# block 1

==> block_1/clock_nets.png <==
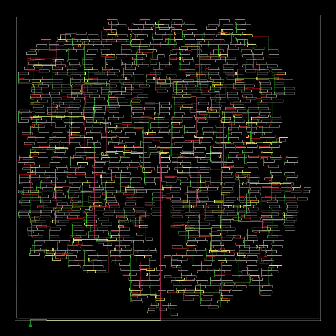
==> block_1/pinout.png <==
(1 px per µm) Pins as bars across the die edge, other pins in grey.
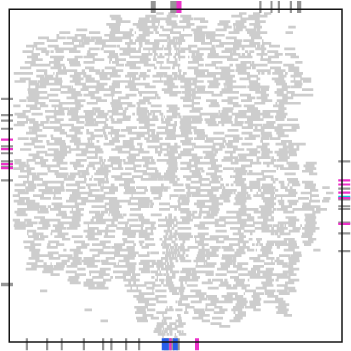
==> block_1/m4.png <==
(1 px per µm)
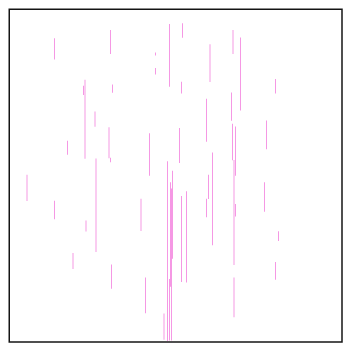
[src/rtl/bitrev_frame_buffer.sv]
// Ping-pong reorder buffer ahead of the FFT butterflies.
// Frames are written bit-reversed and streamed out in natural order.
module bitrev_frame_buffer #(
  parameter int N      = 16,
  parameter int SIZE   = 4,
  parameter int DATA_W = 16
) (
  input  logic              clk,
  input  logic              rst,
  input  logic              in_valid,
  input  logic [DATA_W-1:0] in_re,
  input  logic [DATA_W-1:0] in_im,
  output logic              in_ready,
  output logic              out_valid,
  output logic [DATA_W-1:0] out_re,
  output logic [DATA_W-1:0] out_im,
  output logic              out_first,
  output logic              out_last,
  output logic [7:0]        frame_cnt
);

  typedef enum logic {IDLE, READ} state_t;

  localparam logic [SIZE-1:0] LAST = SIZE'(N - 1);

  function automatic logic [SIZE-1:0] bitrev(
    input logic [SIZE-1:0] a
  );
    logic [SIZE-1:0] r;
    for (int j = 0; j < SIZE; j++) begin
      r[j] = a[SIZE-1-j];
    end
    return r;
  endfunction

  state_t            state_q, state_d;
  logic              wr_bank_q, wr_bank_d;
  logic [SIZE-1:0]   wr_idx_q, wr_idx_d;
  logic [1:0]        full_q, full_d;
  logic              rd_bank_q, rd_bank_d;
  logic [SIZE-1:0]   rd_addr_q, rd_addr_d;
  logic              out_valid_q, out_valid_d;
  logic              out_first_q, out_first_d;
  logic              out_last_q, out_last_d;
  logic [DATA_W-1:0] out_re_q, out_re_d;
  logic [DATA_W-1:0] out_im_q, out_im_d;
  logic [7:0]        frame_cnt_q, frame_cnt_d;

  logic [2*DATA_W-1:0] mem_q [2*N];
  logic [2*DATA_W-1:0] rd_word;
  logic                accept;

  assign in_ready = !full_q[wr_bank_q] && !rst;
  assign accept   = in_valid && in_ready;
  assign rd_word  = mem_q[{rd_bank_q, rd_addr_q}];

  // Sample storage is deliberately left out of reset.
  always_ff @(posedge clk) begin
    if (accept) begin
      mem_q[{wr_bank_q, bitrev(wr_idx_q)}] <= {in_re, in_im};
    end
  end

  always_comb begin
    state_d     = state_q;
    wr_bank_d   = wr_bank_q;
    wr_idx_d    = wr_idx_q;
    full_d      = full_q;
    rd_bank_d   = rd_bank_q;
    rd_addr_d   = rd_addr_q;
    out_valid_d = 1'b0;
    out_first_d = 1'b0;
    out_last_d  = 1'b0;
    out_re_d    = out_re_q;
    out_im_d    = out_im_q;
    frame_cnt_d = frame_cnt_q;

    if (accept) begin
      wr_idx_d = wr_idx_q + SIZE'(1);
      if (wr_idx_q == LAST) begin
        full_d[wr_bank_q] = 1'b1;
        wr_bank_d         = ~wr_bank_q;
      end
    end

    unique case (state_q)
      IDLE: begin
        if (full_q[rd_bank_q]) begin
          state_d   = READ;
          rd_addr_d = '0;
        end
      end
      READ: begin
        rd_addr_d   = rd_addr_q + SIZE'(1);
        out_valid_d = 1'b1;
        out_first_d = (rd_addr_q == '0);
        out_last_d  = (rd_addr_q == LAST);
        out_re_d    = rd_word[2*DATA_W-1:DATA_W];
        out_im_d    = rd_word[DATA_W-1:0];
        if (rd_addr_q == LAST) begin
          // Writer never targets the bank being drained, so no clash.
          state_d           = IDLE;
          full_d[rd_bank_q] = 1'b0;
          rd_bank_d         = ~rd_bank_q;
          frame_cnt_d       = frame_cnt_q + 8'd1;
        end
      end
      default: state_d = IDLE;
    endcase
  end

  always_ff @(posedge clk) begin
    if (rst) begin
      state_q     <= IDLE;
      wr_bank_q   <= 1'b0;
      wr_idx_q    <= '0;
      full_q      <= 2'b00;
      rd_bank_q   <= 1'b0;
      rd_addr_q   <= '0;
      out_valid_q <= 1'b0;
      out_first_q <= 1'b0;
      out_last_q  <= 1'b0;
      out_re_q    <= '0;
      out_im_q    <= '0;
      frame_cnt_q <= 8'd0;
    end else begin
      state_q     <= state_d;
      wr_bank_q   <= wr_bank_d;
      wr_idx_q    <= wr_idx_d;
      full_q      <= full_d;
      rd_bank_q   <= rd_bank_d;
      rd_addr_q   <= rd_addr_d;
      out_valid_q <= out_valid_d;
      out_first_q <= out_first_d;
      out_last_q  <= out_last_d;
      out_re_q    <= out_re_d;
      out_im_q    <= out_im_d;
      frame_cnt_q <= frame_cnt_d;
    end
  end

  assign out_valid = out_valid_q;
  assign out_first = out_first_q;
  assign out_last  = out_last_q;
  assign out_re    = out_re_q;
  assign out_im    = out_im_q;
  assign frame_cnt = frame_cnt_q;

endmodule

[config.mk]
export PLATFORM = sky130hd
export DESIGN_NAME = bitrev_frame_buffer
export DESIGN_NICKNAME = d
export VERILOG_FILES = /design/src/rtl/bitrev_frame_buffer.sv
export SDC_FILE = /design/constraint.sdc
export NUM_CORES = 1
export LEC_CHECK = 0
export CAP_MARGIN = 20
export CORE_MARGIN = 1.5
export CORE_UTILIZATION = 38
export DETAILED_ROUTE_END_ITERATION = 8
export DONT_BUFFER_PORTS = 1
export HOLD_SLACK_MARGIN = 0.03
export MAX_ROUTING_LAYER = met4
export PLACE_DENSITY_LB_ADDON = 0.2
export SKIP_CTS_REPAIR_TIMING = 1
export SLEW_MARGIN = 40
export SYNTH_ARGS = -nofsm -noshare
export SYNTH_HDL_FRONTEND = slang
export SYNTH_SLANG_ARGS = --single-unit
[constraint.sdc]
create_clock -name clk -period 3.95 [get_ports clk]
set_input_delay 0.5925 -clock clk [delete_from_list [all_inputs] [get_ports clk]]
set_output_delay 0.5925 -clock clk [all_outputs]
set_load 0.05 [all_outputs]
==> flow_metrics.tcl <==
# implementation run metrics
set metrics [dict create \
    taps 1403 \
    ir_worst_vdd_v 0.0003886 \
    adder_share_pct 0.1222 \
    min_path_type "in2reg" \
    dp_cells 3274 \
    simple_gate_share_pct 1.427 \
    rsz0062_at_grt "no" \
    grt.busiest_layer "met2" \
    root_buffer "clkbuf_16" \
    fin_setup_tns_ps 0 \
    rr_endpoint "mem_q[0][24]" \
    cts_tree "done" \
    clock_latency_ps 700 \
    core_um2 106900 \
    cts_buffers 112 \
    flop_area_um2 31890 \
    p_leak_nw 14.16 \
    grt_max_degree 64 \
    overflow 0 \
    post_drt_wl_per_cell_um 28.85 \
    ys_cells 1907 \
    setup_viol 0 \
    power_density_nw_per_um2 493.2 \
    crit_required_ps 4260 \
    gp_congestion 0.8131 \
    logic_gates 701 \
    fin_util_pct 44.46 \
    syn_inst 1907 \
    status "completed" \
]
## Picture notes: block_1/clock_nets.png
FFs & Latches: 1080
clk pwr: 10.5 mW
Max Clock Skew: 35.35 ps
# clk buffers: 136
Sink Count: 1080

## Picture notes: block_1/pinout.png
legend:
  magenta:
    port: `out_re`
    pins: 16
    direction: output
    edge: 5 east, 4 south, 4 west, 3 north
  blue:
    port: `frame_cnt`
    pins: 8
    direction: output
    edge: south
  cyan:
    port: `out_valid`
    pins: 1
    direction: output
    edge: east
Die X-Extent: 331.3 µm
port buffer count: 0

## Picture notes: block_1/m4.png
wire length on this layer: 2100 µm
nets with wire on the layer: 22
share of all routed wire: 2.1%
Post-Route WL: 101.6 mm
via count: 19640

[per-layer routing]
metal  up-vias  part of all wire (%)
li1       8315                     -
met1     10630                    43
met2       570                    48
met3       120                   6.5
met4         0                   2.1
met5         -                     0
[report_power, final]
| part | switching, mW | leakage (nW) | internal (mW) | total (mW) |
|---|---|---|---|---|
| Clock | 4.37 | 1.80 | 6.15 | 10.5 |
| Sequential | 0.00870 | 9.67 | 12.5 | 12.6 |
| Combinational | 0.250 | 2.69 | 0.116 | 0.366 |
| Total | 4.63 | 14.2 | 18.8 | 23.4 |
[layout by cell type, fill, tap and decap left out, drive strengths merged, types with 31 or more instances in the layout]
| cell | instances |
|---|---|
| o31ai | 31 |
| o22ai | 31 |
| clkinv | 53 |
| a2111oi | 32 |
| a22o | 63 |
| buf | 115 |
| mux2i | 129 |
| nand2 | 41 |
| a211oi | 35 |
| edfxtp | 1024 |
| mux4 | 193 |
| dfxtp | 56 |
| o221ai | 32 |
| clkbuf | 136 |
| nor2 | 44 |
[critical path: cells and delay by family, from the launching register on]
kind	cells	cell delay (ps)
buf+inv	1	480
mux	1	390
flops	1	640
simple gates	3	1180

# block 2

==> src/rtl/gain_saturate_stage_pkg.sv <==
// Shared constants and helpers for the gain/saturation datapath.
// Parameter-dependent values are computed here so every scaling stage derives them the same way.
package gain_saturate_stage_pkg;

  function automatic longint out_max(input int w);
    return (longint'(1) << (w - 1)) - 1;
  endfunction

  function automatic longint out_min(input int w);
    return -(longint'(1) << (w - 1));
  endfunction

  // Half an LSB of the output grid; added before the shift so rounding is half-up.
  function automatic longint round_const(input int shift);
    return longint'(1) << (shift - 1);
  endfunction

  function automatic longint unity_gain(input int shift);
    return longint'(1) << shift;
  endfunction

endpackage

==> src/rtl/gain_saturate_stage_sat_round_shift.sv <==
// Combinational round-half-up, arithmetic right shift and clamp to a signed output width.
// The clip flag marks inputs whose rounded value fell outside the output range.
module sat_round_shift
  import gain_saturate_stage_pkg::*;
#(
  parameter int IN_W  = 64,
  parameter int SHIFT = 16,
  parameter int OUT_W = 14
) (
  input  logic [IN_W-1:0]  in_i,
  output logic [OUT_W-1:0] out_o,
  output logic             clip_o
);

  // One guard bit so adding the rounding constant can never overflow.
  localparam int EW = IN_W + 1;
  localparam logic signed [EW-1:0] RND = EW'(round_const(SHIFT));
  localparam logic signed [EW-1:0] HI  = EW'(out_max(OUT_W));
  localparam logic signed [EW-1:0] LO  = EW'(out_min(OUT_W));

  logic signed [EW-1:0] sum_w;
  logic signed [EW-1:0] shr_w;

  always_comb begin
    sum_w  = $signed({in_i[IN_W-1], in_i}) + RND;
    shr_w  = sum_w >>> SHIFT;
    clip_o = 1'b0;
    out_o  = shr_w[OUT_W-1:0];
    if (shr_w > HI) begin
      clip_o = 1'b1;
      out_o  = HI[OUT_W-1:0];
    end else if (shr_w < LO) begin
      clip_o = 1'b1;
      out_o  = LO[OUT_W-1:0];
    end
  end

endmodule

==> src/rtl/gain_saturate_stage.sv <==
// Three-stage signed gain: register, full-precision multiply, round/shift/saturate.
// Tracks clipped samples with a sticky flag and a saturating event counter.
module gain_saturate_stage
  import gain_saturate_stage_pkg::*;
#(
  parameter int DATA_WIDTH = 32,
  parameter int GAIN_WIDTH = 32,
  parameter int SHIFT      = 16,
  parameter int OUT_WIDTH  = 14,
  parameter int CNT_WIDTH  = 16
) (
  input  logic                  clk_i,
  input  logic                  rst_i,
  input  logic [DATA_WIDTH-1:0] data_i,
  input  logic                  valid_i,
  input  logic [GAIN_WIDTH-1:0] gain_i,
  input  logic                  gain_load_i,
  input  logic                  clr_i,
  output logic [OUT_WIDTH-1:0]  data_o,
  output logic                  valid_o,
  output logic                  sat_o,
  output logic [CNT_WIDTH-1:0]  sat_cnt_o
);

  localparam int PW = DATA_WIDTH + GAIN_WIDTH;
  localparam logic [GAIN_WIDTH-1:0] UNITY   = GAIN_WIDTH'(unity_gain(SHIFT));
  localparam logic [CNT_WIDTH-1:0]  CNT_MAX = '1;

  logic [DATA_WIDTH-1:0] s1_data_q, s1_data_d;
  logic [GAIN_WIDTH-1:0] s1_gain_q, s1_gain_d;
  logic [GAIN_WIDTH-1:0] gain_q, gain_d;
  logic [PW-1:0]         prod_q, prod_d;
  logic [OUT_WIDTH-1:0]  data_q, data_d;
  logic [2:0]            vld_pipe_q, vld_pipe_d;
  logic                  sat_q, sat_d;
  logic [CNT_WIDTH-1:0]  sat_cnt_q, sat_cnt_d;

  logic [OUT_WIDTH-1:0]  rnd_data_w;
  logic                  clip_w;
  logic                  clip_evt_w;

  sat_round_shift #(
    .IN_W  (PW),
    .SHIFT (SHIFT),
    .OUT_W (OUT_WIDTH)
  ) u_sat_round_shift (
    .in_i   (prod_q),
    .out_o  (rnd_data_w),
    .clip_o (clip_w)
  );

  always_comb begin
    s1_data_d  = data_i;
    // The gain travels with its sample, so a load on the same edge doesn't affect it.
    s1_gain_d  = gain_q;
    gain_d     = gain_load_i ? gain_i : gain_q;
    vld_pipe_d = {vld_pipe_q[1:0], valid_i};
    prod_d     = $signed({{GAIN_WIDTH{s1_data_q[DATA_WIDTH-1]}}, s1_data_q}) *
                 $signed({{DATA_WIDTH{s1_gain_q[GAIN_WIDTH-1]}}, s1_gain_q});
    data_d     = vld_pipe_q[1] ? rnd_data_w : data_q;
    clip_evt_w = vld_pipe_q[1] & clip_w;
    sat_d      = sat_q;
    sat_cnt_d  = sat_cnt_q;
    if (clr_i) begin
      sat_d     = 1'b0;
      sat_cnt_d = '0;
    end else if (clip_evt_w) begin
      sat_d = 1'b1;
      if (sat_cnt_q != CNT_MAX) sat_cnt_d = sat_cnt_q + 1'b1;
    end
  end

  always_ff @(posedge clk_i or posedge rst_i) begin
    if (rst_i) begin
      s1_data_q  <= '0;
      s1_gain_q  <= '0;
      gain_q     <= UNITY;
      prod_q     <= '0;
      data_q     <= '0;
      vld_pipe_q <= '0;
      sat_q      <= 1'b0;
      sat_cnt_q  <= '0;
    end else begin
      s1_data_q  <= s1_data_d;
      s1_gain_q  <= s1_gain_d;
      gain_q     <= gain_d;
      prod_q     <= prod_d;
      data_q     <= data_d;
      vld_pipe_q <= vld_pipe_d;
      sat_q      <= sat_d;
      sat_cnt_q  <= sat_cnt_d;
    end
  end

  assign data_o    = data_q;
  assign valid_o   = vld_pipe_q[2];
  assign sat_o     = sat_q;
  assign sat_cnt_o = sat_cnt_q;

endmodule
==> config.mk <==
export PLATFORM = sky130hd
export DESIGN_NAME = gain_saturate_stage
export DESIGN_NICKNAME = d
export VERILOG_FILES = /design/src/rtl/gain_saturate_stage_pkg.sv /design/src/rtl/gain_saturate_stage_sat_round_shift.sv /design/src/rtl/gain_saturate_stage.sv
export SDC_FILE = /design/constraint.sdc
export NUM_CORES = 2
export LEC_CHECK = 0
export ABC_AREA = 1
export CELL_PAD_IN_SITES_DETAIL_PLACEMENT = 1
export CELL_PAD_IN_SITES_GLOBAL_PLACEMENT = 1
export CORE_UTILIZATION = 40
export CTS_BUF_LIST = sky130_fd_sc_hd__clkbuf_16
export DETAILED_ROUTE_END_ITERATION = 12
export HOLD_SLACK_MARGIN = 0.05
export PLACE_DENSITY_LB_ADDON = 0.1
export SLEW_MARGIN = 25
export SYNTH_ARGS = -nofsm -noshare
export SYNTH_HDL_FRONTEND = slang
export SYNTH_HIERARCHICAL = 1
export SYNTH_SLANG_ARGS = --single-unit
==> constraint.sdc <==
create_clock -name clk_i -period 7.6 [get_ports clk_i]
set_input_delay 0.76 -clock clk_i [delete_from_list [all_inputs] [get_ports clk_i]]
set_output_delay 0.76 -clock clk_i [all_outputs]
set_load 0.03 [all_outputs]
==> flow_metrics.tcl <==
# implementation run metrics
set metrics [dict create \
    place_hpwl_mm 126.9 \
    crit_required_ps 8060 \
    seq_cells 179 \
    grt_pass1_vias 40760 \
    worst-path-max-fanout 26 \
    clkSlewWorstSetupHoldPaths_ps 100 \
    whs_endpoint "vld_pipe_q[1]" \
    cts_buffers 17 \
    status "completed" \
    antenna_cells 0 \
    worst_pin_slew_ps 826.1 \
    whs_path_depth 0 \
    min_path_type "reg2reg" \
    rsz0062_at_grt "no" \
    setup_viol 0 \
    sh_comb_area_pct 67.15 \
    critPathCaptureType "register" \
]
## per-layer routing
layer,track usage [%],vias up,part of all wire (%)
li1,-,16370,-
met2,47.23,524,51
met5,0,-,0
met3,2.532,122,2.8
met1,35.02,18660,45
met4,5.971,0,2.1
## timing repair
action / 4_1_cts / 5_1_grt
buffers inserted: 0 / 2
endpoints found under the setup margin: 2 / 34
gates resized: 1 / 39
pin swaps: 0 / 1
## worst max-delay path, delay by kind of cell (launching register included)
family	cells	cell delay [ps]
and+or+nand+nor	9	1430
buffers and inverters	5	460
DFF	1	580
adders and majority gates	9	4680
## state kept, by name, summed over array words and instances, names as in the netlist
name	count
prod_q	49
gain_q	32
s1_data_q	32
s1_gain_q	32
sat_cnt_o	16
data_o	14
vld_pipe_q	3
sat_o	1
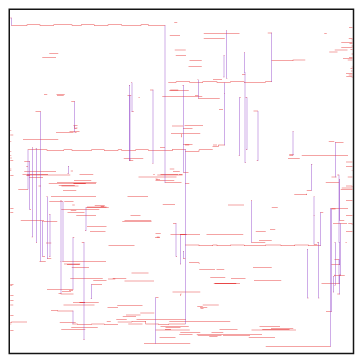
(block_2/layers.png)
(1 px per µm) Only two layers are drawn.
legend:
  purple:
    layer: M4
    wire_length: 3040 µm
  red:
    layer: M3
    wire_length: 4100 µm
post-DR wirelength/cell: 19.65 µm
Post-Route WL: 146.5 mm
Global Route Usage Sum: 26.62%
via count: 35680

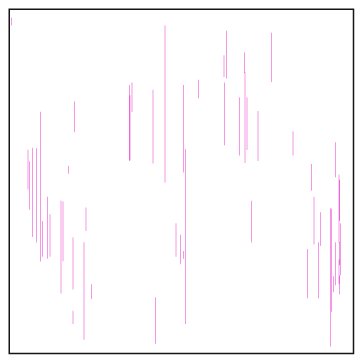
(block_2/m4.png)
(1 px per µm)
longest straight run: 175 µm
nets with wire on the layer: 44
share of all routed wire: 2.1%
wire length on this layer: 3040 µm

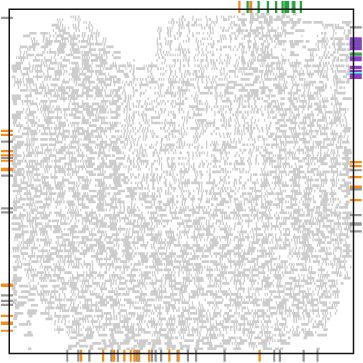
(block_2/pinout.png)
(1 px per µm) Pins as bars across the die edge, other pins in grey.
legend:
  green:
    port: `data_o`
    pins: 14
    direction: output
    edge: 11 north, 3 east
  cyan:
    port: `clr_i`
    pins: 1
    direction: input
    edge: east
  purple:
    port: `sat_cnt_o`
    pins: 16
    direction: output
    edge: east
  orange:
    port: `gain_i`
    pins: 32
    direction: input
    edge: 13 west, 12 south, 5 east, 2 north
port buffer count: 100
Die X-Extent: 342.8 µm


# block 3

## src/rtl/weight_mem_writer_if.sv

```systemverilog
// Bundle of the weight-stream, control and memory-write signals of weight_mem_writer.
// The master side drives the stream and control inputs. The slave side is the writer itself.
interface weight_mem_writer_if #(
    parameter int N_ROWS_ARRAY = 20,
    parameter int F_WIDTH      = 8,
    parameter int ADDR_WIDTH   = 16
);
    logic                              start_i;
    logic [ADDR_WIDTH-1:0]             base_addr_i;
    logic [ADDR_WIDTH-1:0]             n_words_i;
    logic                              flush_i;
    logic [F_WIDTH-1:0]                w_data_i;
    logic                              w_valid_i;
    logic                              w_ready_o;
    logic [N_ROWS_ARRAY*F_WIDTH-1:0]   mem2_data_o;
    logic [ADDR_WIDTH-1:0]             wr_addrs_mem2_o;
    logic                              wr_mem2_ld_o;
    logic                              busy_o;
    logic                              done_o;

    modport master (
        output start_i, base_addr_i, n_words_i, flush_i, w_data_i, w_valid_i,
        input  w_ready_o, mem2_data_o, wr_addrs_mem2_o, wr_mem2_ld_o, busy_o, done_o
    );

    modport slave (
        input  start_i, base_addr_i, n_words_i, flush_i, w_data_i, w_valid_i,
        output w_ready_o, mem2_data_o, wr_addrs_mem2_o, wr_mem2_ld_o, busy_o, done_o
    );
endinterface

```

## src/rtl/weight_mem_writer.sv

```systemverilog
// Packs a serial stream of signed weights into full-row words and writes them
// into the weight memory, one word per N_ROWS_ARRAY accepted beats.
//
// state   | meaning
// --------+----------------------------------------------------------
// S_IDLE  | waiting for start_i; outputs hold their last word/address
// S_FILL  | accepting beats into lanes, w_ready_o high
// S_WRITE | one-cycle write strobe of the packed word
// S_DONE  | one-cycle done_o pulse, then back to idle
module weight_mem_writer #(
    parameter int N_ROWS_ARRAY = 20,
    parameter int F_WIDTH      = 8,
    parameter int ADDR_WIDTH   = 16
) (
    input  logic               clk_i,
    input  logic               rd_weight_rst,
    weight_mem_writer_if.slave bus
);
    localparam int CNT_W  = $clog2(N_ROWS_ARRAY + 1);
    localparam int DATA_W = N_ROWS_ARRAY * F_WIDTH;
    localparam logic [CNT_W-1:0]      FULL_CNT = CNT_W'(N_ROWS_ARRAY);
    localparam logic [ADDR_WIDTH-1:0] ONE_WORD = ADDR_WIDTH'(1);

    typedef enum logic [1:0] {
        S_IDLE  = 2'd0,
        S_FILL  = 2'd1,
        S_WRITE = 2'd2,
        S_DONE  = 2'd3
    } state_t;

    state_t                                   state_q, state_d;
    logic [CNT_W-1:0]                         lane_cnt_q, lane_cnt_d;
    logic [N_ROWS_ARRAY-1:0][F_WIDTH-1:0]     lanes_q, lanes_d;
    logic [ADDR_WIDTH-1:0]                    words_left_q, words_left_d;
    logic [ADDR_WIDTH-1:0]                    addr_q, addr_d;
    logic                                     flush_q, flush_d;
    logic [DATA_W-1:0]                        mem_data_q, mem_data_d;
    logic [ADDR_WIDTH-1:0]                    wr_addr_q, wr_addr_d;
    logic                                     w_ready_q, w_ready_d;
    logic                                     wr_ld_q, wr_ld_d;
    logic                                     busy_q, busy_d;
    logic                                     done_q, done_d;
    logic                                     accept;
    logic [CNT_W-1:0]                         cnt_next;

    assign accept = bus.w_valid_i && w_ready_q;

    always_ff @(posedge clk_i or posedge rd_weight_rst) begin
        if (rd_weight_rst) begin
            state_q      <= S_IDLE;
            lane_cnt_q   <= '0;
            lanes_q      <= '0;
            words_left_q <= '0;
            addr_q       <= '0;
            flush_q      <= 1'b0;
            mem_data_q   <= '0;
            wr_addr_q    <= '0;
            w_ready_q    <= 1'b0;
            wr_ld_q      <= 1'b0;
            busy_q       <= 1'b0;
            done_q       <= 1'b0;
        end else begin
            state_q      <= state_d;
            lane_cnt_q   <= lane_cnt_d;
            lanes_q      <= lanes_d;
            words_left_q <= words_left_d;
            addr_q       <= addr_d;
            flush_q      <= flush_d;
            mem_data_q   <= mem_data_d;
            wr_addr_q    <= wr_addr_d;
            w_ready_q    <= w_ready_d;
            wr_ld_q      <= wr_ld_d;
            busy_q       <= busy_d;
            done_q       <= done_d;
        end
    end

    always_comb begin
        state_d      = state_q;
        lane_cnt_d   = lane_cnt_q;
        lanes_d      = lanes_q;
        words_left_d = words_left_q;
        addr_d       = addr_q;
        flush_d      = flush_q;
        mem_data_d   = mem_data_q;
        wr_addr_d    = wr_addr_q;
        cnt_next     = lane_cnt_q;

        case (state_q)
            S_IDLE: begin
                if (bus.start_i) begin
                    addr_d       = bus.base_addr_i;
                    words_left_d = bus.n_words_i;
                    flush_d      = 1'b0;
                    if (bus.n_words_i == '0) begin
                        state_d = S_DONE;
                    end else begin
                        state_d    = S_FILL;
                        lane_cnt_d = '0;
                        lanes_d    = '0;
                    end
                end
            end
            S_FILL: begin
                if (accept) begin
                    lanes_d[lane_cnt_q] = bus.w_data_i;
                    cnt_next            = lane_cnt_q + CNT_W'(1);
                end
                lane_cnt_d = cnt_next;
                // A flush with a partial word still writes it; an empty one just ends.
                if ((cnt_next == FULL_CNT) || (bus.flush_i && (cnt_next != '0))) begin
                    state_d    = S_WRITE;
                    flush_d    = bus.flush_i;
                    mem_data_d = lanes_d;
                    wr_addr_d  = addr_q;
                end else if (bus.flush_i) begin
                    state_d = S_DONE;
                end
            end
            S_WRITE: begin
                addr_d       = addr_q + ONE_WORD;
                words_left_d = words_left_q - ONE_WORD;
                if (flush_q || (words_left_q == ONE_WORD)) begin
                    state_d = S_DONE;
                end else begin
                    state_d    = S_FILL;
                    lane_cnt_d = '0;
                    lanes_d    = '0;
                end
            end
            S_DONE: begin
                state_d = S_IDLE;
            end
            default: begin
                state_d = S_IDLE;
            end
        endcase

        // Outputs are registered copies of the state being entered.
        w_ready_d = (state_d == S_FILL);
        wr_ld_d   = (state_d == S_WRITE);
        busy_d    = (state_d == S_FILL) || (state_d == S_WRITE);
        done_d    = (state_d == S_DONE);
    end

    assign bus.w_ready_o       = w_ready_q;
    assign bus.mem2_data_o     = mem_data_q;
    assign bus.wr_addrs_mem2_o = wr_addr_q;
    assign bus.wr_mem2_ld_o    = wr_ld_q;
    assign bus.busy_o          = busy_q;
    assign bus.done_o          = done_q;
endmodule

```

## src/flat_wrapper.sv

```systemverilog
// flat-port wrapper written by rule: the top's interface ports become plain ports
module weight_mem_writer_flat 
#(
    parameter int N_ROWS_ARRAY = 20,
    parameter int F_WIDTH      = 8,
    parameter int ADDR_WIDTH   = 16
)
  (clk_i, rd_weight_rst, bus_start_i, bus_base_addr_i, bus_n_words_i, bus_flush_i, bus_w_data_i, bus_w_valid_i, bus_w_ready_o, bus_mem2_data_o, bus_wr_addrs_mem2_o, bus_wr_mem2_ld_o, bus_busy_o, bus_done_o);
  weight_mem_writer_if #(.N_ROWS_ARRAY(N_ROWS_ARRAY), .F_WIDTH(F_WIDTH), .ADDR_WIDTH(ADDR_WIDTH)) bus_i ();
  input  logic clk_i;
  input  logic rd_weight_rst;
  input wire logic [$bits(bus_i.start_i)-1:0] bus_start_i;
  input wire logic [$bits(bus_i.base_addr_i)-1:0] bus_base_addr_i;
  input wire logic [$bits(bus_i.n_words_i)-1:0] bus_n_words_i;
  input wire logic [$bits(bus_i.flush_i)-1:0] bus_flush_i;
  input wire logic [$bits(bus_i.w_data_i)-1:0] bus_w_data_i;
  input wire logic [$bits(bus_i.w_valid_i)-1:0] bus_w_valid_i;
  output wire logic [$bits(bus_i.w_ready_o)-1:0] bus_w_ready_o;
  output wire logic [$bits(bus_i.mem2_data_o)-1:0] bus_mem2_data_o;
  output wire logic [$bits(bus_i.wr_addrs_mem2_o)-1:0] bus_wr_addrs_mem2_o;
  output wire logic [$bits(bus_i.wr_mem2_ld_o)-1:0] bus_wr_mem2_ld_o;
  output wire logic [$bits(bus_i.busy_o)-1:0] bus_busy_o;
  output wire logic [$bits(bus_i.done_o)-1:0] bus_done_o;
  assign bus_i.start_i = bus_start_i;
  assign bus_i.base_addr_i = bus_base_addr_i;
  assign bus_i.n_words_i = bus_n_words_i;
  assign bus_i.flush_i = bus_flush_i;
  assign bus_i.w_data_i = bus_w_data_i;
  assign bus_i.w_valid_i = bus_w_valid_i;
  assign bus_w_ready_o = bus_i.w_ready_o;
  assign bus_mem2_data_o = bus_i.mem2_data_o;
  assign bus_wr_addrs_mem2_o = bus_i.wr_addrs_mem2_o;
  assign bus_wr_mem2_ld_o = bus_i.wr_mem2_ld_o;
  assign bus_busy_o = bus_i.busy_o;
  assign bus_done_o = bus_i.done_o;
  weight_mem_writer #(.N_ROWS_ARRAY(N_ROWS_ARRAY), .F_WIDTH(F_WIDTH), .ADDR_WIDTH(ADDR_WIDTH)) u_core (.clk_i(clk_i), .rd_weight_rst(rd_weight_rst), .bus(bus_i));
endmodule
```

## config.mk

```make
export PLATFORM = sky130hd
export DESIGN_NAME = weight_mem_writer_flat
export DESIGN_NICKNAME = d
export VERILOG_FILES = /design/src/rtl/weight_mem_writer_if.sv /design/src/rtl/weight_mem_writer.sv /design/src/flat_wrapper.sv
export SDC_FILE = /design/constraint.sdc
export NUM_CORES = 1
export LEC_CHECK = 0
export CORE_ASPECT_RATIO = 1.5
export CORE_UTILIZATION = 45
export DETAILED_ROUTE_END_ITERATION = 6
export PLACE_DENSITY_LB_ADDON = 0.05
export SLEW_MARGIN = 10
export SYNTH_ARGS = -nofsm -noshare
export SYNTH_HDL_FRONTEND = slang
export SYNTH_SLANG_ARGS = --single-unit
```

## constraint.sdc

```tcl
create_clock -name clk_i -period 11.53 [get_ports clk_i]
set_input_delay 1.7295 -clock clk_i [delete_from_list [all_inputs] [get_ports clk_i]]
set_output_delay 1.7295 -clock clk_i [all_outputs]
set_load 0.005 [all_outputs]
```

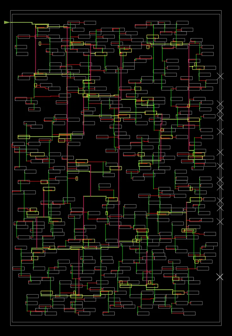
(block_3/clock_nets.png)
clk pwr: 1.31 mW
# clk buffers: 58

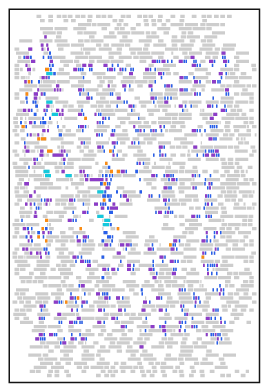
(block_3/gates.png)
(1.5 px per µm)
legend:
  orange:
    family: and/or cells
    cells: 24
    most_used: or2_2
  cyan:
    family: fa/ha/maj cells
    cells: 10
    most_used: ha_1
    where: west
  purple:
    family: aoi and oai cells
    cells: 243
    most_used: o21ai_2
    where: widely spread
  blue:
    family: nand cells
    cells: 400
    most_used: nand2_1
    where: widely spread
Final Non-Filler Cells: 2308
combinational fraction of the cell area: 36.56%

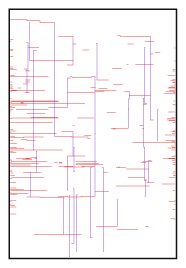
(block_3/layers.png)
(1 px per µm) Only two layers are drawn.
legend:
  red:
    layer: M3
    wire_length: 2300 µm
  purple:
    layer: M4
    wire_length: 1360 µm
Global Route Usage Sum: 22.85%
via count: 12740

==> flow_metrics.tcl <==
# implementation run metrics
set metrics [dict create \
    status "complete, but fails checks" \
    violations "design-rule violations" \
    p_clk_share_pct 33.7 \
    n_all_buffers 242 \
    slowest_delay_ps 750 \
    die_h_um 247.8 \
    critPathCaptureType "register" \
    avgSynthCellArea_um2 11.33 \
    comb_area_um2 7993 \
    p_leak_nw 9.844 \
    cp-endpoint "u_core.bus.mem2_data_o[83]" \
    cap_violations 0 \
    clkCellAreaFrac_pct 6.067 \
    ir_worst_vdd_v 0.0002168 \
    drc 14 \
    power_frac_comb_pct 24.6 \
    n_all_inverters 14 \
    reg2reg_slack_ps 8000 \
    cp_top_family "buffers and inverters" \
    p_int_mw 2.639 \
    layout.nets 1833 \
    maxSlewViolCount 0 \
    synth.largest_area_cell "dfrtp_1" \
    grt_antenna_before_repair 0 \
    warnings 34 \
    crit_type "in2reg" \
    power_density_nw_per_um2 178.1 \
    cts_tree "done" \
    most_common_cell "dfrtp_1" \
]
==> power groups by stage <==
| stage | Clock, mW | Combinational, mW | Sequential [mW] |
|---|---|---|---|
| after floorplan | 0 | 0.683 | 1.61 |
| after detailed placement | 0 | 0.969 | 1.64 |
| after CTS | 1.35 | 0.972 | 1.62 |
| final | 1.31 | 0.957 | 1.62 |
| after global placement | 0 | 0.954 | 1.64 |
| after global routing | 1.40 | 1.05 | 1.65 |
==> logic make-up after synthesis <==
kind of cell,share of synthesized area (%)
flops,52.48
xor+xnor,0.09670
buf+inv,3.515
compound gates,10.25
mux,21.39
simple gates,11.58
fa+ha+maj,0.6906
==> state kept, by name (all words and copies together), names as in the netlist, 2 cells and up <==
name and count:
u_core.addr_q 16, u_core.bus.mem2_data_o 160, u_core.bus.wr_addrs_mem2_o 16, u_core.lane_cnt_q 5, u_core.lanes_q 160, u_core.state_q 2
u_core.words_left_q 16
==> metal layers <==
layer	vias to the layer above	global-route usage, %
li1	5985	-
met1	6372	28.88
met2	310	39.19
met3	70	4.290
met4	0	8.301
met5	-	0

Power and IR drop assume default switching activity.
